# datapath_controller

**datapath_controller: the clock network**

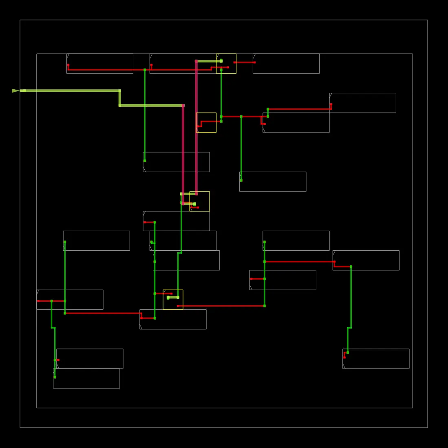

$ cat src/rtl/datapath_controller.sv
// Multi-cycle control FSM for the 16-bit register-file/ALU datapath.
// Accepts one instruction per handshake, sequences the datapath strobes, then pulses done.
module datapath_controller (
  input  logic        clk,
  input  logic        reset,
  input  logic        in_valid,
  input  logic [15:0] instr,
  output logic        in_ready,
  output logic        done,
  output logic        error,
  output logic [2:0]  readnum,
  output logic [2:0]  writenum,
  output logic        write,
  output logic        vsel,
  output logic        loada,
  output logic        loadb,
  output logic        loadc,
  output logic        loads,
  output logic        asel,
  output logic        bsel,
  output logic [1:0]  shift,
  output logic [1:0]  ALUop,
  output logic [15:0] datapath_in
);

  localparam int unsigned DW = 16;
  localparam int unsigned RW = 3;

  typedef enum logic [2:0] {
    S_WAIT, S_DECODE, S_GET_A, S_GET_B, S_ALU, S_WRITE_REG, S_WRITE_IMM, S_DONE
  } state_e;

  state_e        state_q, state_d;
  logic [DW-1:0] instr_q, instr_d;

  logic [2:0]    opcode;
  logic [1:0]    op;
  logic [RW-1:0] rn, rd, rm;
  logic [1:0]    sh;
  logic [7:0]    imm8;
  logic          is_mov_imm, is_mov_reg, is_alu, is_cmp, needs_a, illegal;

  assign opcode = instr_q[15:13];
  assign op     = instr_q[12:11];
  assign rn     = instr_q[10:8];
  assign rd     = instr_q[7:5];
  assign sh     = instr_q[4:3];
  assign rm     = instr_q[2:0];
  assign imm8   = instr_q[7:0];

  assign is_mov_imm = (opcode == 3'b110) && (op == 2'b10);
  assign is_mov_reg = (opcode == 3'b110) && (op == 2'b00);
  assign is_alu     = (opcode == 3'b101);
  assign is_cmp     = is_alu && (op == 2'b01);
  // MVN has no A operand; ADD, CMP and AND read Rn first.
  assign needs_a    = is_alu && (op != 2'b11);
  assign illegal    = !(is_mov_imm || is_mov_reg || is_alu);

  always_ff @(posedge clk or posedge reset) begin
    if (reset) begin
      state_q <= S_WAIT;
      instr_q <= '0;
    end else begin
      state_q <= state_d;
      instr_q <= instr_d;
    end
  end

  // Next state plus Moore decode of state and latched instruction.
  always_comb begin
    state_d     = state_q;
    instr_d     = instr_q;
    in_ready    = 1'b0;
    done        = 1'b0;
    error       = 1'b0;
    readnum     = '0;
    writenum    = '0;
    write       = 1'b0;
    vsel        = 1'b0;
    loada       = 1'b0;
    loadb       = 1'b0;
    loadc       = 1'b0;
    loads       = 1'b0;
    asel        = 1'b0;
    bsel        = 1'b0;
    shift       = '0;
    ALUop       = '0;
    datapath_in = '0;
    case (state_q)
      S_WAIT: begin
        in_ready = 1'b1;
        if (in_valid) begin
          instr_d = instr;
          state_d = S_DECODE;
        end
      end
      S_DECODE: begin
        if (illegal)         state_d = S_DONE;
        else if (is_mov_imm) state_d = S_WRITE_IMM;
        else if (needs_a)    state_d = S_GET_A;
        else                 state_d = S_GET_B;
      end
      S_GET_A: begin
        readnum = rn;
        loada   = 1'b1;
        state_d = S_GET_B;
      end
      S_GET_B: begin
        readnum = rm;
        loadb   = 1'b1;
        state_d = S_ALU;
      end
      S_ALU: begin
        shift = sh;
        // MOV reg forces A to zero and adds, passing shifted B through.
        asel  = is_mov_reg;
        ALUop = is_mov_reg ? 2'b00 : op;
        if (is_cmp) begin
          loads   = 1'b1;
          state_d = S_DONE;
        end else begin
          loadc   = 1'b1;
          state_d = S_WRITE_REG;
        end
      end
      S_WRITE_REG: begin
        writenum = rd;
        write    = 1'b1;
        state_d  = S_DONE;
      end
      S_WRITE_IMM: begin
        writenum    = rn;
        vsel        = 1'b1;
        write       = 1'b1;
        datapath_in = {{8{imm8[7]}}, imm8};
        state_d     = S_DONE;
      end
      S_DONE: begin
        done    = 1'b1;
        error   = illegal;
        state_d = S_WAIT;
      end
      default: state_d = S_WAIT;
    endcase
  end

endmodule

$ cat config.mk
export PLATFORM = sky130hd
export DESIGN_NAME = datapath_controller
export DESIGN_NICKNAME = d
export VERILOG_FILES = /design/src/rtl/datapath_controller.sv
export SDC_FILE = /design/constraint.sdc
export NUM_CORES = 1
export LEC_CHECK = 0
export ABC_AREA = 1
export CAP_MARGIN = 20
export CORE_MARGIN = 2
export CORE_UTILIZATION = 44
export DETAILED_ROUTE_END_ITERATION = 16
export PLACE_DENSITY_LB_ADDON = 0.12
export SLEW_MARGIN = 20
export SYNTH_ARGS = -nofsm -noshare
export SYNTH_HDL_FRONTEND = slang
export SYNTH_SLANG_ARGS = --single-unit
$ cat constraint.sdc
create_clock -name clk -period 3.8 [get_ports clk]
set_input_delay 0.57 -clock clk [delete_from_list [all_inputs] [get_ports clk]]
set_output_delay 0.57 -clock clk [all_outputs]
set_load 0.01 [all_outputs]
# csr_uartfifo_tx

<file path="config.mk">
export PLATFORM = sky130hd
export DESIGN_NAME = csr_uartfifo_tx
export DESIGN_NICKNAME = d
export VERILOG_FILES = /design/src/rtl/csr_uartfifo_tx.sv
export SDC_FILE = /design/constraint.sdc
export NUM_CORES = 1
export LEC_CHECK = 0
export ABC_CLOCK_PERIOD_IN_PS = 4100
export CAP_MARGIN = 10
export CORE_MARGIN = 3
export CORE_UTILIZATION = 30
export CTS_CLUSTER_DIAMETER = 50
export DETAILED_ROUTE_END_ITERATION = 6
export HOLD_SLACK_MARGIN = 0.1
export PLACE_DENSITY = 0.47
export SETUP_SLACK_MARGIN = 0.1
export SLEW_MARGIN = 20
export SYNTH_ARGS = -nofsm -noshare
export SYNTH_HDL_FRONTEND = slang
export SYNTH_SLANG_ARGS = --single-unit
</file>
<file path="constraint.sdc">
create_clock -name clk -period 4.1 [get_ports clk]
set_clock_uncertainty 0.15 [all_clocks]
set_input_delay 0.82 -clock clk [delete_from_list [all_inputs] [get_ports clk]]
set_output_delay 0.82 -clock clk [all_outputs]
set_load 0.05 [all_outputs]
</file>
<file path="src/rtl/csr_uartfifo_tx.sv">
// UARTFIFO CSR transmit consumer: buffers CSR-written bytes in a circular FIFO
// and serialises them 8N1, LSB first, on a registered idle-high TX line.
module csr_uartfifo_tx #(
    parameter int DEPTH   = 16,
    parameter int CLK_DIV = 434
) (
    input  logic        clk,
    input  logic        rst,
    input  logic        csr_we,
    input  logic [31:0] csr_wdata,
    output logic [31:0] csr_rdata,
    output logic        uart_tx,
    output logic        fifo_full,
    output logic        fifo_empty
);

    localparam int PW = $clog2(DEPTH);
    localparam int CW = $clog2(DEPTH) + 1;
    localparam int BW = $clog2(CLK_DIV);
    localparam logic [CW-1:0] FULL_COUNT = CW'(DEPTH);
    localparam logic [BW-1:0] BAUD_LOAD  = BW'(CLK_DIV - 1);

    typedef enum logic [1:0] {
        ST_IDLE,
        ST_START,
        ST_DATA,
        ST_STOP
    } state_e;

    logic [7:0]    mem_q [DEPTH];
    logic [PW-1:0] wr_ptr_q, wr_ptr_d;
    logic [PW-1:0] rd_ptr_q, rd_ptr_d;
    logic [CW-1:0] count_q, count_d;
    logic          ovf_q, ovf_d;

    state_e        state_q;
    logic [BW-1:0] baud_q;
    logic [2:0]    bit_q;
    logic [7:0]    shift_q;
    logic          tx_q;

    logic full, empty, busy;
    logic clr_cmd, wr_req, push, pop;
    logic unused_wdata;

    assign full    = (count_q == FULL_COUNT);
    assign empty   = (count_q == '0);
    assign busy    = (state_q != ST_IDLE);

    // Full is judged on the registered count, so a same-cycle pop never frees a slot.
    assign clr_cmd = csr_we && csr_wdata[31];
    assign wr_req  = csr_we && !csr_wdata[31];
    assign push    = wr_req && !full;
    assign pop     = (state_q == ST_IDLE) && !empty;

    assign unused_wdata = ^csr_wdata[30:8];

    // NOTE: every variable gets a default at the top of always_comb so no latch is inferred.
    always_comb begin
        wr_ptr_d = wr_ptr_q;
        rd_ptr_d = rd_ptr_q;
        count_d  = count_q;
        ovf_d    = ovf_q;

        if (push) wr_ptr_d = wr_ptr_q + 1'b1;
        if (pop)  rd_ptr_d = rd_ptr_q + 1'b1;

        case ({push, pop})
            2'b10:   count_d = count_q + 1'b1;
            2'b01:   count_d = count_q - 1'b1;
            default: count_d = count_q;
        endcase

        if (clr_cmd) begin
            ovf_d = 1'b0;
        end else if (wr_req && full) begin
            ovf_d = 1'b1;
        end
    end

    // NOTE: the storage array is deliberately not reset; count and pointers define validity.
    always_ff @(posedge clk) begin
        if (push) begin
            mem_q[wr_ptr_q] <= csr_wdata[7:0];
        end
    end

    // NOTE: sequential state is updated with non-blocking assignments only.
    always_ff @(posedge clk) begin
        if (rst) begin
            wr_ptr_q <= '0;
            rd_ptr_q <= '0;
            count_q  <= '0;
            ovf_q    <= 1'b0;
        end else begin
            wr_ptr_q <= wr_ptr_d;
            rd_ptr_q <= rd_ptr_d;
            count_q  <= count_d;
            ovf_q    <= ovf_d;
        end
    end

    // The TX level is registered alongside each transition so it changes with the state.
    always_ff @(posedge clk) begin
        if (rst) begin
            state_q <= ST_IDLE;
            baud_q  <= '0;
            bit_q   <= '0;
            shift_q <= '0;
            tx_q    <= 1'b1;
        end else begin
            case (state_q)
                ST_IDLE: begin
                    tx_q <= 1'b1;
                    if (pop) begin
                        shift_q <= mem_q[rd_ptr_q];
                        baud_q  <= BAUD_LOAD;
                        tx_q    <= 1'b0;
                        state_q <= ST_START;
                    end
                end
                ST_START: begin
                    if (baud_q == '0) begin
                        baud_q  <= BAUD_LOAD;
                        bit_q   <= '0;
                        tx_q    <= shift_q[0];
                        state_q <= ST_DATA;
                    end else begin
                        baud_q <= baud_q - 1'b1;
                    end
                end
                ST_DATA: begin
                    if (baud_q == '0) begin
                        baud_q <= BAUD_LOAD;
                        if (bit_q == 3'd7) begin
                            tx_q    <= 1'b1;
                            state_q <= ST_STOP;
                        end else begin
                            bit_q <= bit_q + 3'd1;
                            tx_q  <= shift_q[bit_q + 3'd1];
                        end
                    end else begin
                        baud_q <= baud_q - 1'b1;
                    end
                end
                ST_STOP: begin
                    if (baud_q == '0) begin
                        state_q <= ST_IDLE;
                    end else begin
                        baud_q <= baud_q - 1'b1;
                    end
                end
                default: begin
                    tx_q    <= 1'b1;
                    state_q <= ST_IDLE;
                end
            endcase
        end
    end

    assign uart_tx    = tx_q;
    assign fifo_full  = full;
    assign fifo_empty = empty;
    assign csr_rdata  = {16'h0000, 8'(count_q), 4'h0, ovf_q, busy, empty, full};

endmodule

</file>
**datapath_controller: the metal 3 layer**

Scale bar: 20 um.
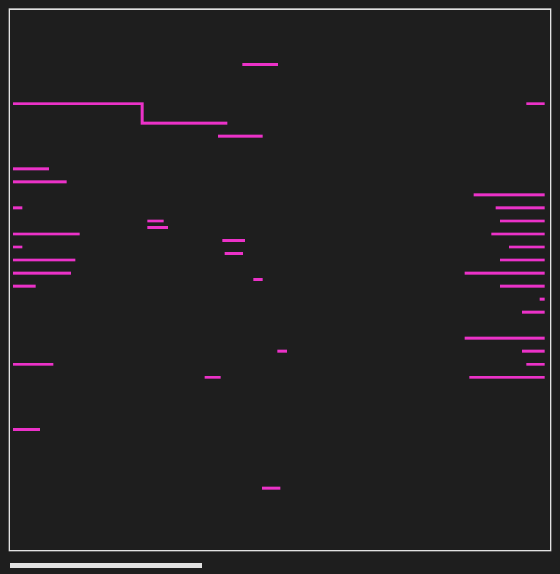
nets with wire on the layer	31
wire length on this layer	146 um
longest straight run	13.3 um

Notes on 'the clock network' of datapath_controller above:
Setup Skew: 3.65 ps
flop count: 19

==> Changelog: implementation, datapath_controller <==
## Flow update

- Status: finished clean
- Syn_area_per_cell: just under 8 sq um
- Grt total ovfl: 0
- Core Rows: 18
- Core Util, Final: around two thirds
- Share of cells above drive strength 1: between 10% and 20%
- Worst-path fanout max: 13
- WS Path Type: flip-flop to output pin
- FILL cells: ~240
- Largest net degree at the start of global routing: 33
- Vias per cell: between 4 and 5
- Place WS: ~1200 ps
- CTS HTree Levels: 1
- Width of the chip: around 56 um
- Count of final hold-check violations: 0
[datapath_controller: cell families after synthesis]
kind of cell    count (synthesis)  share of synthesized area [%]
flops                          19                           39.4
simple gates                   67                           25.7
compound gates                 24                           15.6
other cells                     1                          0.311
buf+inv                        41                           19.0
[datapath_controller: routing by layer]
layer	track usage [%]	vias to the layer above	part of all wire, %
li1	-	542	-
met1	23.8	494	41
met2	35.8	38	52
met3	4.61	8	5.0
met4	8.16	0	2.1
met5	0	-	0
[datapath_controller: cell type report]
| cell class | count | area (sq um) | area share, % |
|---|---|---|---|
| clock buffer | 3 | 22.5 | 1.33 |
| clock inverter | 1 | 7.51 | 0.444 |
| inverter | 28 | 105 | 6.22 |
| multi-input combinational | 92 | 502 | 29.7 |
| sequential | 19 | 475 | 28.1 |
| tap | 30 | 37.5 | 2.22 |
| timing repair buffer | 54 | 541 | 32.0 |
[datapath_controller: Yosys cell counts]
library cell and number:
nor2_1 27, inv_1 26, dfrtp_1 19, nand2_1 18
a21oi_2 16, nor2_2 14, buf_4 9, o22ai_1 6
nand3_1 3, buf_12 2, inv_2 2, nor3_1 2
o21ai_0 2, buf_2 1, buf_6 1, conb_1 1
nand2_2 1, nand2_4 1, nor2_4 1
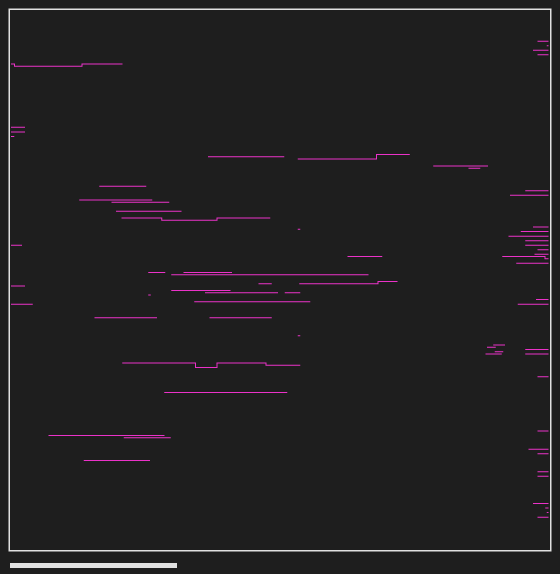
**Above:** csr_uartfifo_tx (the metal 3 layer).
Scale bar: 50 um.
wire length on this layer	812 um
longest straight run	58.9 um
main direction	horizontal
nets with wire on the layer	59

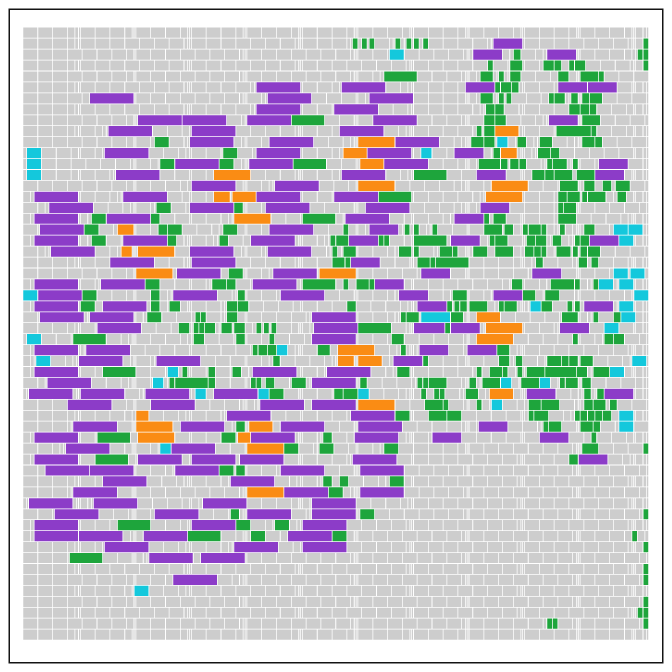
**Above:** csr_uartfifo_tx (placement by cell class).
Fill, decap, tap and diode cells in grey.
colour	class	cells	share of their area
cyan	other buffers and delay cells	37	4.3%
purple	flip-flops	165	57%
green	all other logic	323	31%
orange	clock drivers and dummy loads	32	7.8%

==> Changelog: implementation, csr_uartfifo_tx <==
## Flow update

- Worst Tran Pin Value: between 900 and 1000 ps
- Die Y: approximately 160 um
- Min-Delay Startpoint: shift_q[2]$_SDFFE_PP0P_
- Top flop regs: mem_q (128), baud_q (9), shift_q (8)
- Sequential element share of the synthesized area: 62.8%
- Registers, synthesis: 165
- Status: finished clean
- Hold_buf cts: 0
- Drt pass-1 iters: 5
- Biggest register: mem_q
- GRT busiest layer: met2
- CTS tree: built
- First-pass GRT wire length: about 25000 um
- RSZ-0062 raised after global routing: false
- Synth top area share: 52.6%
- Initial Util: a little under a third
- Clk sinks: roughly 170
- Setup bufs post-CTS: 0
- TAP cells: 319
- WL per Instance: between 15 and 20 um
- # resized after CTS: 0
- Total Power: 0.00525 W
- Root buf cell: clkbuf_16
- Antenna Cells: 0
- WS Path Type: flip-flop to output pin
- Compound Share, Synth: 8.32%
- Grt total ovfl: 0
- GRT Overall Usage: 12.4%
- Max Cap Viol: 0
- I/O Buffers: 23
- Met3 Usage GRT: ~3.4%
- Worst R2R Start: state_q[0]$_SDFFE_PP0P_
- Reg clk slew, reported paths: ~70 ps
- Final net count: between 500 and 600
- CP required: around 3100 ps
- Top layer in use: met4
- Min Tclk post-route: roughly 3500 ps
- Worst-path fanout max: 10
- Met1 global-route usage: ~17%
- Detail Route Antenna Nets: 0
- Tool warnings: about 58
- Largest register FFs: about 130
- Worst Setup EP: fifo_empty
- Placer Congestion: between 0.7 and 0.8
[csr_uartfifo_tx: cells in the final DEF, fill, tap and decap left out, drive strengths merged, types with 18 or more instances in the layout]
master	Yosys	final
nand2	22	22
mux4	18	18
nor2	42	42
inv	14	20
dfxtp	37	37
mux2i	37	37
clkdlybuf4s50	0	23
edfxtp	128	128
conb	1	23
[csr_uartfifo_tx: critical path, stage by stage, from the launching register on]
cell and delay [ps]:
dfxtp_1 430, or4_4 610, nor2_1 200, clkdlybuf4s50_1 840
[csr_uartfifo_tx: stage by stage]
step                      instance area [sq um]  setup slack (ps)  hold slack [ps]  instances
after detailed placement                   7810               448              332        844
after global routing                       8440               504              373        876
after global placement                     7810               470              326        844
final                                      8440               633              343        876
after CTS                                  8440               582              348        876
after floorplan                            7390               608              308        539
[csr_uartfifo_tx: where the power goes]
part	total, W	internal, W	switching (W)	leakage, nW
Clock	0.00162	0.000838	0.000780	0.298
Sequential	0.00205	0.00191	0.000140	1.46
Combinational	0.00158	0.000623	0.000956	0.968
[csr_uartfifo_tx: cell families after synthesis]
group	Yosys count
DFF	165
and+or+nand+nor	118
AOI/OAI and AO/OA	85
buffers and inverters	65
muxes	57
adders and majority gates	17
xor gates and xnor gates	9
other	1

==> gallery <==
Routed metal per tile.
image #1
Scale bar: 20 um. 11 x 11 tiles, from dark blue (low) to red (high), scaled to the fullest tile. Values are wire area over tile area, all layers added.
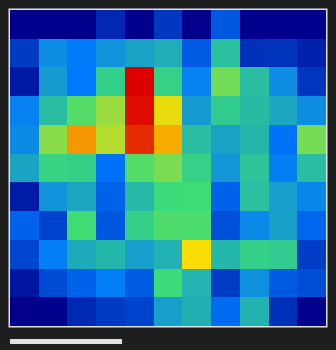
image #2
Scale bar: 50 um. 32 x 32 tiles, from dark blue (low) to red (high), scaled to the fullest tile. Values are wire area over tile area, all layers added.
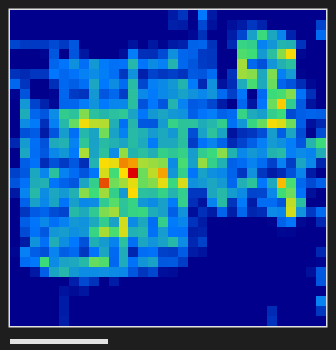
- largest die: image #2
image #1 -> datapath_controller
image #2 -> csr_uartfifo_tx

Key to image #2:
mean over tiles	0.094
fullest tile	0.49
densest ninth of the die	centre
tiles over half the peak	6.7%
emptiest ninth of the die	lower right


# fetch_seq

**fetch_seq: routed metal per tile**

Scale bar: 20 um. 16 x 16 tiles, from dark blue (low) to red (high), scaled to the fullest tile. Values are wire area over tile area, all layers added.
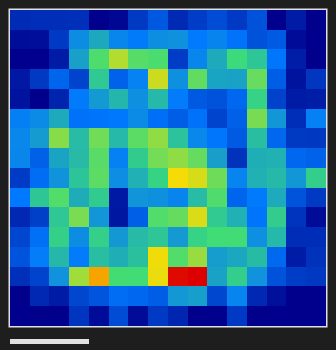

File: src/rtl/fetch_seq.sv
// fetch_seq: program-counter sequencer with an IDLE/RUN/DONE run-control FSM
module fetch_seq #(
  parameter int D      = 12,
  parameter int END_PC = 128,
  parameter int CW     = 16
) (
  input  logic          clk,
  input  logic          reset,
  input  logic          req,
  input  logic          stall,
  input  logic          halt,
  input  logic          absjump_en,
  input  logic          reljump_en,
  input  logic [D-1:0]  target,
  output logic [D-1:0]  prog_ctr,
  output logic          fetch_valid,
  output logic          busy,
  output logic          done,
  output logic [CW-1:0] cycle_cnt
);
  localparam logic [D-1:0] END_ADDR = D'(END_PC);
  typedef enum logic [1:0] {IDLE = 2'd0, RUN = 2'd1, DONE = 2'd2} state_t;
  state_t        state_q, state_d;
  logic [D-1:0]  pc_q, pc_d, nxt_pc;
  logic [CW-1:0] cnt_q, cnt_d;
  // candidate PC for a normal RUN cycle; abs beats rel, rel wraps mod 2^D
  always_comb nxt_pc = absjump_en ? target : reljump_en ? pc_q + target : pc_q + D'(1);
  // next state, PC and saturating cycle count
  always_comb begin
    state_d = state_q;
    pc_d    = pc_q;
    cnt_d   = cnt_q;
    if (state_q == RUN) begin
      if (!stall) begin
        cnt_d = &cnt_q ? cnt_q : cnt_q + CW'(1);
        if (halt) state_d = DONE;
        else begin
          pc_d = nxt_pc;
          if (nxt_pc == END_ADDR) state_d = DONE;
        end
      end
    end else if (req) begin
      state_d = RUN;
      pc_d    = '0;
      cnt_d   = '0;
    end
  end
  // state registers with synchronous reset taking priority over everything
  always_ff @(posedge clk) begin
    if (reset) begin
      state_q <= IDLE;
      pc_q    <= '0;
      cnt_q   <= '0;
    end else begin
      state_q <= state_d;
      pc_q    <= pc_d;
      cnt_q   <= cnt_d;
    end
  end
  assign prog_ctr    = pc_q;
  assign cycle_cnt   = cnt_q;
  assign busy        = state_q == RUN;
  assign done        = state_q == DONE;
  assign fetch_valid = busy & ~stall;
endmodule

File: config.mk
export PLATFORM = sky130hd
export DESIGN_NAME = fetch_seq
export DESIGN_NICKNAME = d
export VERILOG_FILES = /design/src/rtl/fetch_seq.sv
export SDC_FILE = /design/constraint.sdc
export NUM_CORES = 1
export LEC_CHECK = 0
export CORE_UTILIZATION = 34
export CTS_CLUSTER_DIAMETER = 100
export DETAILED_ROUTE_END_ITERATION = 12
export GPL_TIMING_DRIVEN = 0
export PLACE_DENSITY_LB_ADDON = 0.05
export SLEW_MARGIN = 20
export SYNTH_ARGS = -nofsm -noshare
export SYNTH_HDL_FRONTEND = slang
export SYNTH_SLANG_ARGS = --single-unit
File: constraint.sdc
create_clock -name clk -period 6.8 [get_ports clk]
set_input_delay 1.02 -clock clk [delete_from_list [all_inputs] [get_ports clk]]
set_output_delay 1.02 -clock clk [all_outputs]
set_load 0.02 [all_outputs]
# branch_cc_unit_flat

--- src/rtl/branch_cc_if.sv ---
// Bundle between the EX/ID pipeline stages and the branch/condition-code unit.
// The master drives ALU flags and branch requests; the slave returns flags and flush control.
interface branch_cc_if #(
    parameter int CNT_W = 8
);
    logic             stall;
    logic             vld_EX;
    logic             upd_z;
    logic             upd_v;
    logic             upd_n;
    logic             zr;
    logic             ov;
    logic             neg;
    logic             br_ID;
    logic [2:0]       cc_ID;
    logic             flg_z;
    logic             flg_v;
    logic             flg_n;
    logic             br_taken;
    logic             flush_req;
    logic [CNT_W-1:0] ov_cnt;

    modport master (
        output stall, vld_EX, upd_z, upd_v, upd_n, zr, ov, neg, br_ID, cc_ID,
        input  flg_z, flg_v, flg_n, br_taken, flush_req, ov_cnt
    );

    modport slave (
        input  stall, vld_EX, upd_z, upd_v, upd_n, zr, ov, neg, br_ID, cc_ID,
        output flg_z, flg_v, flg_n, br_taken, flush_req, ov_cnt
    );
endinterface

--- src/rtl/branch_cc_unit.sv ---
// Condition-code register with same-cycle EX->ID flag bypass, branch resolution,
// multi-cycle flush sequencing and a saturating overflow-event counter.
module branch_cc_unit #(
    parameter int FLUSH_CYC = 2,
    parameter int CNT_W     = 8
) (
    input  logic        clk,
    input  logic        rst,
    branch_cc_if.slave  bus
);
    typedef enum logic {IDLE, FLUSH} state_t;

    logic       adv;
    logic [2:0] upd;
    logic [2:0] alu;
    logic [2:0] flg_reg;
    logic [2:0] eff;
    logic       cond;
    logic       take;

    state_t           state_reg;
    logic [2:0]       cnt_reg;
    logic             br_taken_reg;
    logic             flush_req_reg;
    logic [CNT_W-1:0] ov_cnt_reg;

    assign adv = ~bus.stall;
    // Flag vectors are ordered {Z, V, N}.
    assign upd = {bus.upd_z, bus.upd_v, bus.upd_n};
    assign alu = {bus.zr, bus.ov, bus.neg};

    genvar gi;
    generate
        for (gi = 0; gi < 3; gi++) begin : g_flag
            assign eff[gi] = (bus.vld_EX & upd[gi]) ? alu[gi] : flg_reg[gi];

            always_ff @(posedge clk) begin
                if (rst) begin
                    flg_reg[gi] <= 1'b0;
                end else if (adv && bus.vld_EX && upd[gi]) begin
                    flg_reg[gi] <= alu[gi];
                end
            end
        end
    endgenerate

    always_comb begin
        cond = 1'b0;
        case (bus.cc_ID)
            3'b000:  cond = ~eff[2];
            3'b001:  cond = eff[2];
            3'b010:  cond = ~eff[2] & ~eff[0];
            3'b011:  cond = eff[0];
            3'b100:  cond = eff[2] | ~eff[0];
            3'b101:  cond = eff[2] | eff[0];
            3'b110:  cond = eff[1];
            default: cond = 1'b1;
        endcase
    end

    // Branches arriving while a flush is in progress are themselves being flushed.
    assign take = adv & bus.br_ID & cond & (state_reg == IDLE);

    always_ff @(posedge clk) begin
        if (rst) begin
            state_reg     <= IDLE;
            cnt_reg       <= 3'd0;
            br_taken_reg  <= 1'b0;
            flush_req_reg <= 1'b0;
        end else if (adv) begin
            case (state_reg)
                IDLE: begin
                    br_taken_reg  <= take;
                    flush_req_reg <= take;
                    if (take) begin
                        state_reg <= FLUSH;
                        cnt_reg   <= 3'(FLUSH_CYC - 1);
                    end
                end
                FLUSH: begin
                    br_taken_reg <= 1'b0;
                    if (cnt_reg == 3'd0) begin
                        state_reg     <= IDLE;
                        flush_req_reg <= 1'b0;
                    end else begin
                        cnt_reg <= cnt_reg - 3'd1;
                    end
                end
                default: state_reg <= IDLE;
            endcase
        end
    end

    always_ff @(posedge clk) begin
        if (rst) begin
            ov_cnt_reg <= '0;
        end else if (adv && bus.vld_EX && bus.upd_v && bus.ov && (ov_cnt_reg != '1)) begin
            ov_cnt_reg <= ov_cnt_reg + CNT_W'(1);
        end
    end

    assign bus.flg_z     = flg_reg[2];
    assign bus.flg_v     = flg_reg[1];
    assign bus.flg_n     = flg_reg[0];
    assign bus.br_taken  = br_taken_reg;
    assign bus.flush_req = flush_req_reg;
    assign bus.ov_cnt    = ov_cnt_reg;
endmodule
--- src/flat_wrapper.sv ---
// flat-port wrapper written by rule: the top's interface ports become plain ports
module branch_cc_unit_flat 
#(
    parameter int FLUSH_CYC = 2,
    parameter int CNT_W     = 8
)
  (clk, rst, bus_stall, bus_vld_EX, bus_upd_z, bus_upd_v, bus_upd_n, bus_zr, bus_ov, bus_neg, bus_br_ID, bus_cc_ID, bus_flg_z, bus_flg_v, bus_flg_n, bus_br_taken, bus_flush_req, bus_ov_cnt);
  branch_cc_if #(.CNT_W(CNT_W)) bus_i ();
  input  logic clk;
  input  logic rst;
  input wire logic [$bits(bus_i.stall)-1:0] bus_stall;
  input wire logic [$bits(bus_i.vld_EX)-1:0] bus_vld_EX;
  input wire logic [$bits(bus_i.upd_z)-1:0] bus_upd_z;
  input wire logic [$bits(bus_i.upd_v)-1:0] bus_upd_v;
  input wire logic [$bits(bus_i.upd_n)-1:0] bus_upd_n;
  input wire logic [$bits(bus_i.zr)-1:0] bus_zr;
  input wire logic [$bits(bus_i.ov)-1:0] bus_ov;
  input wire logic [$bits(bus_i.neg)-1:0] bus_neg;
  input wire logic [$bits(bus_i.br_ID)-1:0] bus_br_ID;
  input wire logic [$bits(bus_i.cc_ID)-1:0] bus_cc_ID;
  output wire logic [$bits(bus_i.flg_z)-1:0] bus_flg_z;
  output wire logic [$bits(bus_i.flg_v)-1:0] bus_flg_v;
  output wire logic [$bits(bus_i.flg_n)-1:0] bus_flg_n;
  output wire logic [$bits(bus_i.br_taken)-1:0] bus_br_taken;
  output wire logic [$bits(bus_i.flush_req)-1:0] bus_flush_req;
  output wire logic [$bits(bus_i.ov_cnt)-1:0] bus_ov_cnt;
  assign bus_i.stall = bus_stall;
  assign bus_i.vld_EX = bus_vld_EX;
  assign bus_i.upd_z = bus_upd_z;
  assign bus_i.upd_v = bus_upd_v;
  assign bus_i.upd_n = bus_upd_n;
  assign bus_i.zr = bus_zr;
  assign bus_i.ov = bus_ov;
  assign bus_i.neg = bus_neg;
  assign bus_i.br_ID = bus_br_ID;
  assign bus_i.cc_ID = bus_cc_ID;
  assign bus_flg_z = bus_i.flg_z;
  assign bus_flg_v = bus_i.flg_v;
  assign bus_flg_n = bus_i.flg_n;
  assign bus_br_taken = bus_i.br_taken;
  assign bus_flush_req = bus_i.flush_req;
  assign bus_ov_cnt = bus_i.ov_cnt;
  branch_cc_unit #(.FLUSH_CYC(FLUSH_CYC), .CNT_W(CNT_W)) u_core (.clk(clk), .rst(rst), .bus(bus_i));
endmodule
--- config.mk ---
export PLATFORM = sky130hd
export DESIGN_NAME = branch_cc_unit_flat
export DESIGN_NICKNAME = d
export VERILOG_FILES = /design/src/rtl/branch_cc_if.sv /design/src/rtl/branch_cc_unit.sv /design/src/flat_wrapper.sv
export SDC_FILE = /design/constraint.sdc
export NUM_CORES = 1
export LEC_CHECK = 0
export ABC_AREA = 1
export CAP_MARGIN = 20
export CORE_ASPECT_RATIO = 1.1
export CORE_MARGIN = 2
export CORE_UTILIZATION = 47
export DETAILED_ROUTE_END_ITERATION = 10
export PLACE_DENSITY = 0.78
export SLEW_MARGIN = 0
export SYNTH_ARGS = -nofsm -noshare
export SYNTH_HDL_FRONTEND = slang
export SYNTH_SLANG_ARGS = --single-unit
--- constraint.sdc ---
create_clock -name clk -period 1.9 [get_ports clk]
set_clock_uncertainty 0.15 [all_clocks]
set_input_delay 0.285 -clock clk [delete_from_list [all_inputs] [get_ports clk]]
set_output_delay 0.285 -clock clk [all_outputs]
set_load 0.01 [all_outputs]

==> gallery <==
The clock network.
picture 1
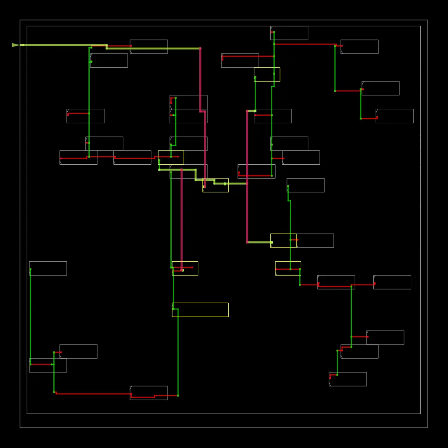
picture 2
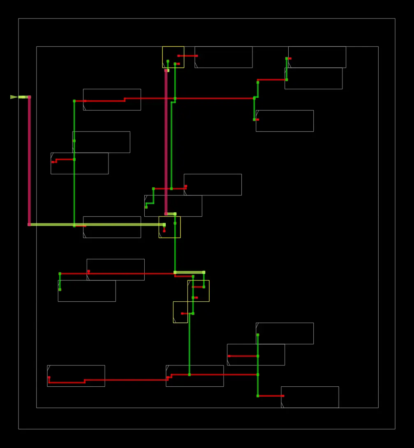
Picture 1 comes from fetch_seq.
Picture 2 comes from branch_cc_unit_flat.
- most clock buffers: picture 1
- most sequential cells: picture 1

**fetch_seq: the metal 3 layer**

Scale bar: 20 um.
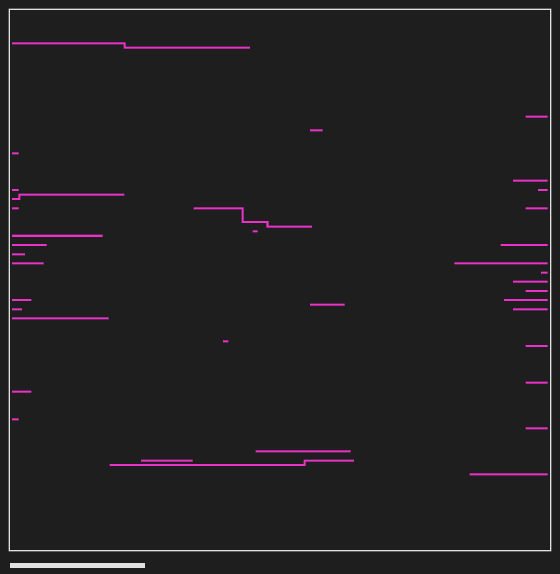
nets with wire on the layer	33
wire length on this layer	256 um
longest straight run	28.8 um
main direction	horizontal

Notes on 'routed metal per tile' of fetch_seq above:
tiles over half the peak	15%
mean over tiles	0.13
nearly empty tiles	8.2%

==> Changelog: implementation, fetch_seq <==
## Flow update

- Cell total after placement: 377
- Vias: ~2000
- CP arrival: about 4000 ps
- Worst Tran Pin Value: between 500 and 600 ps
- Reg power frac: between 40% and 50%
- Hold Slack: 517 ps
- Asr flop ratio synth: 0%
- Number of remaining DRC errors: 0
- Top layer in use: met4
- CTS HTree Levels: 2
- Count of final hold-check violations: 0
- Fin crit share: between 50% and 60%
- I/O pin count: ~50
- Core Util, Final: roughly 47%
- Seq group: between 0.00015 and 0.0002 W
- Share of cells above drive strength 1: between 8 and 9%
- Count of library flops with an enable pin: 0
- Top cells excl fill/tap: 47 x clkdlybuf4s50_1, 33 x nor2_1, 30 x dfxtp_1, 22 x nand2_1, 15 x a21oi_1
- Setup bufs post-CTS: 0
- Met2 WL: 2330 um
- Clock Tree Buf Depth: 2
- Worst skew pair latency: 280 ps
- Routed wl met3: between 200 and 300 um
- Leak pwr: roughly 1.1 nW
- Final net count: around 340
- Endpoints failing setup: 0
- Internal power: 0.000329 W
- Status: finished clean
- Initial antenna violation count: 0
- # resized after CTS: 0
- RSZ-0062 raised after global routing: false
- Initial Util: around a third
- Top cells by instance count after synthesis: 33 x nor2_1, 30 x dfxtp_1, 22 x nand2_1
- Mapped Area: 0.00207 sq mm
- Xor+xnor area frac: around 7%
- Tool warnings: 26
- Crit path buf inv count: 2
- Met3 Usage GRT: approximately 4.0%
- Area grow syn2layout: 32.7%
- Chip area: between 0.006 and 0.007 sq mm
- Vias in the first global route: approximately 1900
- Simple share: between 20% and 30%
- Width of the chip: roughly 80 um
- CP required: about 7000 ps
- Adder Area Share: 8.21%
==> fetch_seq: final cells by class <==
type                            count  area, sq um  area share [%]
Multi-Input combinational cell    205         1390            50.5
Clock inverter                      1         30.0            1.09
Buffer                             10         46.3            1.68
Tap cell                           75         93.8            3.41
Inverter                           10         37.5            1.37
Timing Repair Buffer               47          470            17.1
Clock buffer                        6         82.6            3.00
Sequential cell                    30          601            21.8
==> fetch_seq: final timing paths <==
kind                                            startpoint                          to  slack, ps  depth (start not counted)
worst min-delay path            cycle_cnt[14]$_SDFFE_PP0P_  cycle_cnt[14]$_SDFFE_PP0P_        520                          2
worst max register to register    prog_ctr[0]$_SDFFE_PP0P_     state_q[0]$_SDFFE_PP0P_       4240                          9
worst max-delay path                            reljump_en     state_q[0]$_SDFFE_PP0P_       2960                         11
worst min register to register  cycle_cnt[14]$_SDFFE_PP0P_  cycle_cnt[14]$_SDFFE_PP0P_        520                          2
==> fetch_seq: cell families after synthesis <==
| logic type | Yosys count |
|---|---|
| and+or+nand+nor | 103 |
| xor gates and xnor gates | 17 |
| AOI/OAI and AO/OA | 66 |
| buffers and inverters | 20 |
| muxes | 6 |
| DFF | 30 |
| adders and majority gates | 13 |
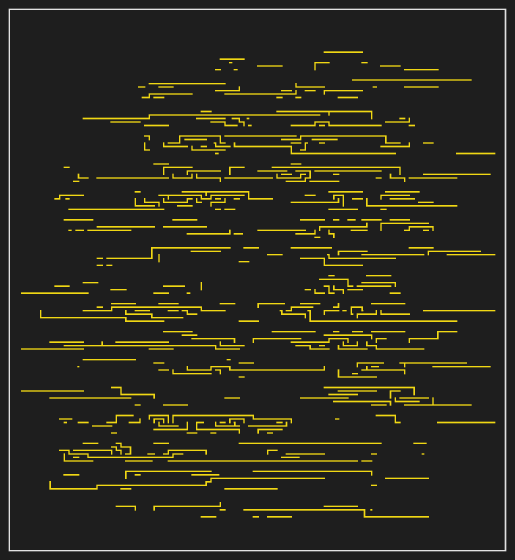
**Above:** branch_cc_unit_flat (metal 1).
wire length on this layer	1050 um
main direction	horizontal
nets with wire on the layer	180

==> Changelog: implementation, branch_cc_unit_flat <==
## Flow update

- Status: finished clean
- Reg power frac: 52.1%
- Hold Slack: 327 ps
- Commonest flop: dfxtp_1
- DP HPWL: roughly 1800 um
- Share of cells above drive strength 1: between 15 and 20%
- Internal power: 0.000517 W
- Post-Synthesis Cells: around 140
- Num CTS Buffers: 3
- Clock buf count: 3
- Place WS: -121 ps
- Clock group: approximately 0.0002 W
- Signal buffers share of area: a little under a quarter
- Dominant class by area: multi-input combinational cells
- Met3 Usage GRT: 3.45%
- Worst R2R Start: u_core.bus.ov_cnt[1]$_SDFFE_PP0P_
- First-pass GRT wire length: around 4000 um
- Largest register FFs: 8
- DRT iter0 DRCs: 20
- Core Rows: 17
- RSZ-0062 raised after global routing: false
- Largest cells by area: dfxtp_1 34%, nand2_1 9.7%, a21oi_1 8.4%
- Reg2reg setup slack: 300 ps
- Width of the chip: a little under 50 um
- FILL cells: approximately 180
- Vias per cell: around 5.0
- Slowest CP cell: clkdlybuf4s50_1
- Final WL: roughly 2400 um
- Final clock-cell share: under 10%
- Crit path from: u_core.bus.ov_cnt[6]$_SDFFE_PP0P_
- R2r worst-path depth: 9
- Floorplan net count: between 150 and 200
- Initial antenna violation count: 0
- Clock power share: approximately 28%
- WL met1: around 1100 um
- Fin crit share: roughly nine tenths
- Adder Area Share: about 3.7%
- CTS tree: built
- Total Power: between 0.0007 and 0.0008 W
- I/O pin count: 27
- Final setup TNS: 0 ps
- Final net count: just under 200
- Seq group: 0.000376 W
- Logic share of the area: 40.8%
- CP arrival: around 1300 ps
- Crit. End Element: output pin
- Endpoints failing setup: 0
- Leak pwr: about 0.60 nW
- Placement Cell Area: ~0.0013 sq mm
[branch_cc_unit_flat: cells in the final DEF, fill, tap and decap left out, drive strengths merged]
master         synthesis  layout
a211oi                 1       1
a21oi                 18      18
and3                   1       1
buf                    1       8
clkbuf                 1       3
clkdlybuf4s50          0      26
clkinv                 3       4
dfxtp                 17      17
ha                     3       3
inv                   21      21
nand2                 34      34
nand3                 14      14
nand4                  1       1
nor2                   8       8
nor3                   5       5
nor3b                  1       1
o21a                   2       2
o21ai                  9       9
or2                    1       1
xor2                   1       1
[branch_cc_unit_flat: worst min path at each step]
| stage | endpoint | depth (start not counted) |
|---|---|---|
| 6_report | u_core.bus.br_taken$_SDFFE_PP0N_ | 2 |
| 5_1_grt | u_core.bus.br_taken$_SDFFE_PP0N_ | 2 |
| 4_1_cts | u_core.bus.br_taken$_SDFFE_PP0N_ | 2 |
| 3_5_place_dp | u_core.bus.br_taken$_SDFFE_PP0N_ | 2 |
| 3_3_place_gp | u_core.bus.br_taken$_SDFFE_PP0N_ | 2 |
| 2_1_floorplan | u_core.bus.flg_z$_SDFFE_PP0P_ | 2 |

# shared_reg_arbiter

File: config.mk
export PLATFORM = sky130hd
export DESIGN_NAME = shared_reg_arbiter
export DESIGN_NICKNAME = d
export VERILOG_FILES = /design/src/rtl/shared_reg_arbiter.sv
export SDC_FILE = /design/constraint.sdc
export NUM_CORES = 1
export LEC_CHECK = 0
export ABC_AREA = 1
export CORE_UTILIZATION = 40
export CTS_CLUSTER_DIAMETER = 150
export DETAILED_ROUTE_END_ITERATION = 8
export PLACE_DENSITY = 0.75
export SYNTH_ARGS = -nofsm -noshare
export SYNTH_HDL_FRONTEND = slang
export SYNTH_SLANG_ARGS = --single-unit
File: constraint.sdc
create_clock -name clk -period 3.3 [get_ports clk]
set_input_delay 0.33 -clock clk [delete_from_list [all_inputs] [get_ports clk]]
set_output_delay 0.33 -clock clk [all_outputs]
set_load 0.03 [all_outputs]
File: src/rtl/shared_reg_arbiter.sv
// shared_reg_arbiter: N_REQ requesters compete to write one shared DW-bit register.
// One requester is granted per arbitration, the grant lasts one cycle, and GAP_CYC
// idle cycles follow each grant before the next arbitration.
//
// Policy: define SHARED_REG_ARB_RR_EN for round-robin arbitration (search upward
// from a rotating pointer); leave it undefined for fixed priority (lowest index wins).
//
// Ports:
//   clk      rising-edge clock
//   rst      synchronous active-high reset
//   req      per-requester write request, held until granted
//   wr_data  per-requester write data, slice i = [i*DW +: DW]
//   gnt      registered one-hot grant
//   q        shared register contents
//   q_valid  q has been written at least once since reset
//   q_owner  index of the requester that last wrote q
//   busy     arbiter is in GRANT or GAP
module shared_reg_arbiter #(
    parameter int unsigned N_REQ   = 4,
    parameter int unsigned DW      = 8,
    parameter int unsigned GAP_CYC = 1
) (
    input  logic                     clk,
    input  logic                     rst,
    input  logic [N_REQ-1:0]         req,
    input  logic [N_REQ*DW-1:0]      wr_data,
    output logic [N_REQ-1:0]         gnt,
    output logic [DW-1:0]            q,
    output logic                     q_valid,
    output logic [$clog2(N_REQ)-1:0] q_owner,
    output logic                     busy
);

    localparam int unsigned IW = $clog2(N_REQ);
    localparam int unsigned CW = 4;

    typedef enum logic [1:0] {
        S_IDLE  = 2'd0,
        S_GRANT = 2'd1,
        S_GAP   = 2'd2
    } state_t;

    state_t            state, state_n;
    logic [IW-1:0]     win, win_n;
    logic [IW-1:0]     sel;
    logic [CW-1:0]     cnt, cnt_n;
    logic [N_REQ-1:0]  gnt_n;
    logic [DW-1:0]     q_n;
    logic              q_valid_n;
    logic [IW-1:0]     q_owner_n;
    logic              busy_n;
    logic              any_req;

`ifdef SHARED_REG_ARB_RR_EN
    logic [IW-1:0]     ptr, ptr_n;
`endif

    assign any_req = |req;

    // Winner selection from the live request vector.
`ifdef SHARED_REG_ARB_RR_EN
    always_comb begin
        logic        found;
        int unsigned idx;
        sel   = '0;
        found = 1'b0;
        idx   = 0;
        for (int unsigned k = 0; k < N_REQ; k++) begin
            idx = (32'(ptr) + k) % N_REQ;
            if (!found && req[idx]) begin
                sel   = IW'(idx);
                found = 1'b1;
            end
        end
    end
`else
    always_comb begin
        sel = '0;
        for (int i = int'(N_REQ) - 1; i >= 0; i--) begin
            if (req[i]) begin
                sel = IW'(i);
            end
        end
    end
`endif

    // Next-state and next-output logic.
    always_comb begin
        state_n   = state;
        win_n     = win;
        cnt_n     = cnt;
        gnt_n     = '0;
        q_n       = q;
        q_valid_n = q_valid;
        q_owner_n = q_owner;
`ifdef SHARED_REG_ARB_RR_EN
        ptr_n     = ptr;
`endif
        case (state)
            S_IDLE: begin
                if (any_req) begin
                    gnt_n   = N_REQ'(1) << sel;
                    win_n   = sel;
                    state_n = S_GRANT;
`ifdef SHARED_REG_ARB_RR_EN
                    // Explicit wrap keeps non-power-of-two N_REQ in range.
                    ptr_n   = (sel == IW'(N_REQ - 1)) ? '0 : sel + IW'(1);
`endif
                end
            end
            S_GRANT: begin
                // A withdrawn request forfeits its write but still consumes the turn.
                if (req[win]) begin
                    q_n       = wr_data[32'(win)*DW +: DW];
                    q_owner_n = win;
                    q_valid_n = 1'b1;
                end
                if (GAP_CYC != 0) begin
                    state_n = S_GAP;
                    cnt_n   = CW'(GAP_CYC - 1);
                end else begin
                    state_n = S_IDLE;
                end
            end
            S_GAP: begin
                if (cnt == '0) begin
                    state_n = S_IDLE;
                end else begin
                    cnt_n = cnt - CW'(1);
                end
            end
            default: begin
                state_n = S_IDLE;
            end
        endcase
        busy_n = (state_n != S_IDLE);
    end

    // State and output registers; reset overrides any pending write.
    always_ff @(posedge clk) begin
        if (rst) begin
            state   <= S_IDLE;
            win     <= '0;
            cnt     <= '0;
            gnt     <= '0;
            q       <= '0;
            q_valid <= 1'b0;
            q_owner <= '0;
            busy    <= 1'b0;
`ifdef SHARED_REG_ARB_RR_EN
            ptr     <= '0;
`endif
        end else begin
            state   <= state_n;
            win     <= win_n;
            cnt     <= cnt_n;
            gnt     <= gnt_n;
            q       <= q_n;
            q_valid <= q_valid_n;
            q_owner <= q_owner_n;
            busy    <= busy_n;
`ifdef SHARED_REG_ARB_RR_EN
            ptr     <= ptr_n;
`endif
        end
    end

endmodule

==> Changelog: implementation <==
## Flow update

- Logic area: 697 sq um
- Slowest CP cell: dfxtp_1
- CP required: between 3000 and 4000 ps
- Worst path cell trace: inv_2 -> nand2_1 -> nand3_2 -> nand2_4 -> nand2_8 -> nand2_1 -> nand2_1 -> nor2_1
- RSZ-0062 raised after global routing: false
- Reg clk slew, reported paths: 120 ps
- Crit path largest cell delay: around 830 ps
- Synth top area share: a little over a third
- Largest cells by area: dfxtp_1 35%, nor2_1 13%, o21ai_0 9.9%
- Final Instance Area: ~0.0019 sq mm
- Worst Setup EP: q[4]$_SDFFE_PP0P_
- Relative slew slack: 50.2%
- Mapped Area: 0.00136 sq mm
- Detail Route Antenna Nets: 0
- Worst skew pair latency: around 300 ps
- Chip area estimate from yosys synthesis: between 0.001 and 0.0015 sq mm
- Worst R2R Start: win[0]$_SDFFE_PP0N_
- Area grow syn2layout: 39.7%
- Antenna Cells: 0
- GRT Overall Usage: a little under a fifth
- Critical Path Most Common Cell: nand2_1
- Final setup TNS: 0 ps
- Pwr per Cell Area: 352 mW/mm^2
- Top flop regs: q (8), cnt (4), gnt (4)
- Maximum VDD drop: between 0.3 and 0.4 mV
- I/O Buffers: about 53
- Registers, synthesis: 24
- Share of cells above drive strength 1: around a tenth
- Status: finished clean
- Count of final hold-check violations: 0
- Syn_area_per_cell: 6.83 sq um
- Top cells excl fill/tap: 53 x clkdlybuf4s50_1, 46 x nor2_1, 27 x nand2_1, 27 x o21ai_0
- Crit path buf inv count: 1
final cells by class:
type                    count  area share, %
clock buffers               3           1.18
inverters                  27           6.06
multi-input cells         141           36.7
flip-flops and latches     24           25.3
well taps                  44           2.90
repair buffers             53           27.9
cells in the mapped netlist, drive strengths merged:
cell	instances
nor2	55
nand2	34
o21ai	28
inv	26
dfxtp	24
nand3	12
buf	7
a21oi	6
nor3	3
ha	2
bufinv	1
or2	1
report_power, final:
| group | total, W | leakage (nW) | switching [W] | internal, W |
|---|---|---|---|---|
| clock network | 0.000122 | 0.0138 | 0.0000797 | 0.0000425 |
| logic | 0.000219 | 0.620 | 0.000115 | 0.000105 |
| registers | 0.000327 | 0.196 | 0.0000173 | 0.000310 |
| total | 0.000669 | 0.830 | 0.000212 | 0.000457 |
layer usage:
metal / part of all wire [%] / GRT usage (%) / up-vias / wire (um)
li1: - / - / 718 / -
met1: 46 / 22.4 / 562 / 1450
met2: 46 / 32.2 / 48 / 1440
met3: 7.8 / 3.90 / 2 / 246
met4: 0.41 / 5.98 / 0 / 13
met5: 0 / 0 / - / 0
cell families after synthesis:
family / share of synthesized area (%)
compound gates: 12.5
fa+ha+maj: 1.84
buf+inv: 13.4
flops: 35.3
simple gates: 36.9
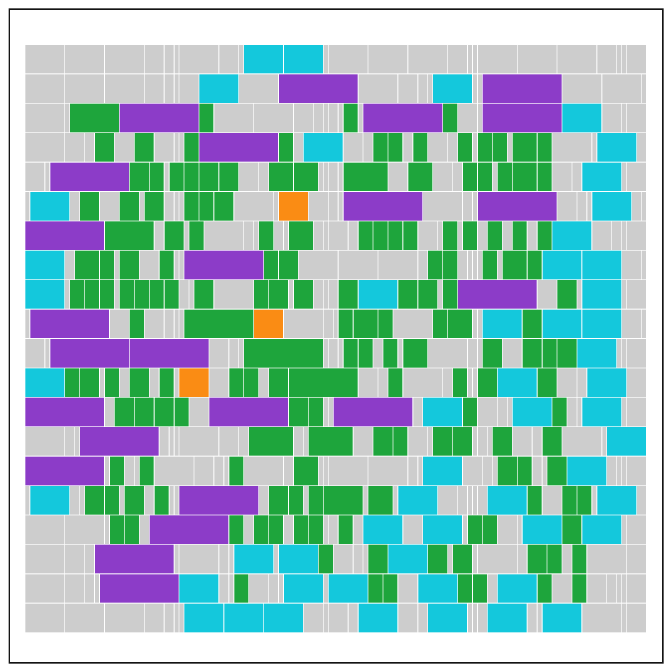
**Above:** shared_reg_arbiter (placement by cell class).
Fill, decap, tap and diode cells in grey.
colour	class	cells	share of their area
cyan	other buffers and delay cells	53	29%
orange	cells driving clock nets	3	1.2%
green	all other logic	168	44%
purple	flip-flops	24	26%



## Gallery

Metal 1.
shot_01.png
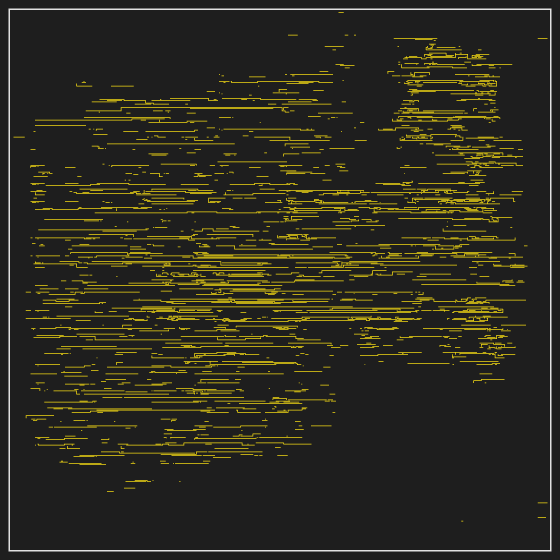
shot_02.png
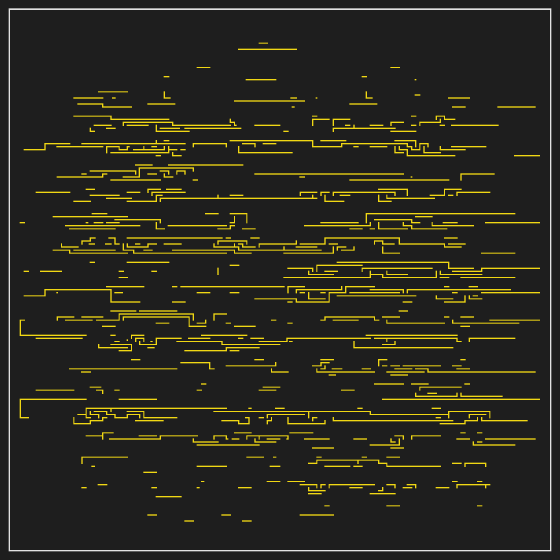
shot_03.png
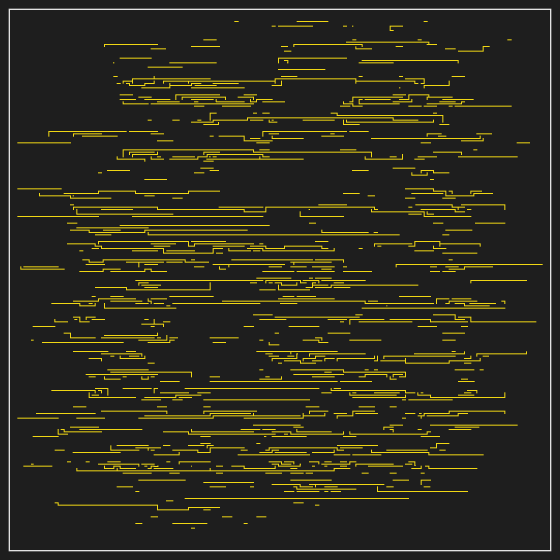
shot_04.png
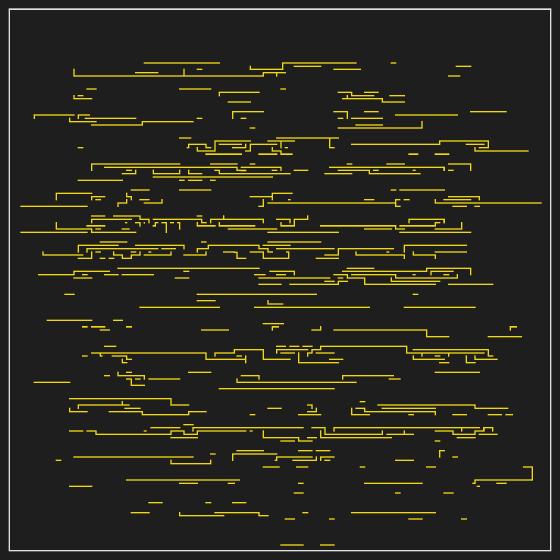
fetch_seq -> shot_03.png
datapath_controller -> shot_04.png
csr_uartfifo_tx -> shot_01.png
shared_reg_arbiter -> shot_02.png

Key to shot_03.png:
longest straight run	38.2 um
share of all routed wire	52%
main direction	horizontal
nets with wire on the layer	300

Power figures rest on the tool's default switching activity, not on a simulated workload.
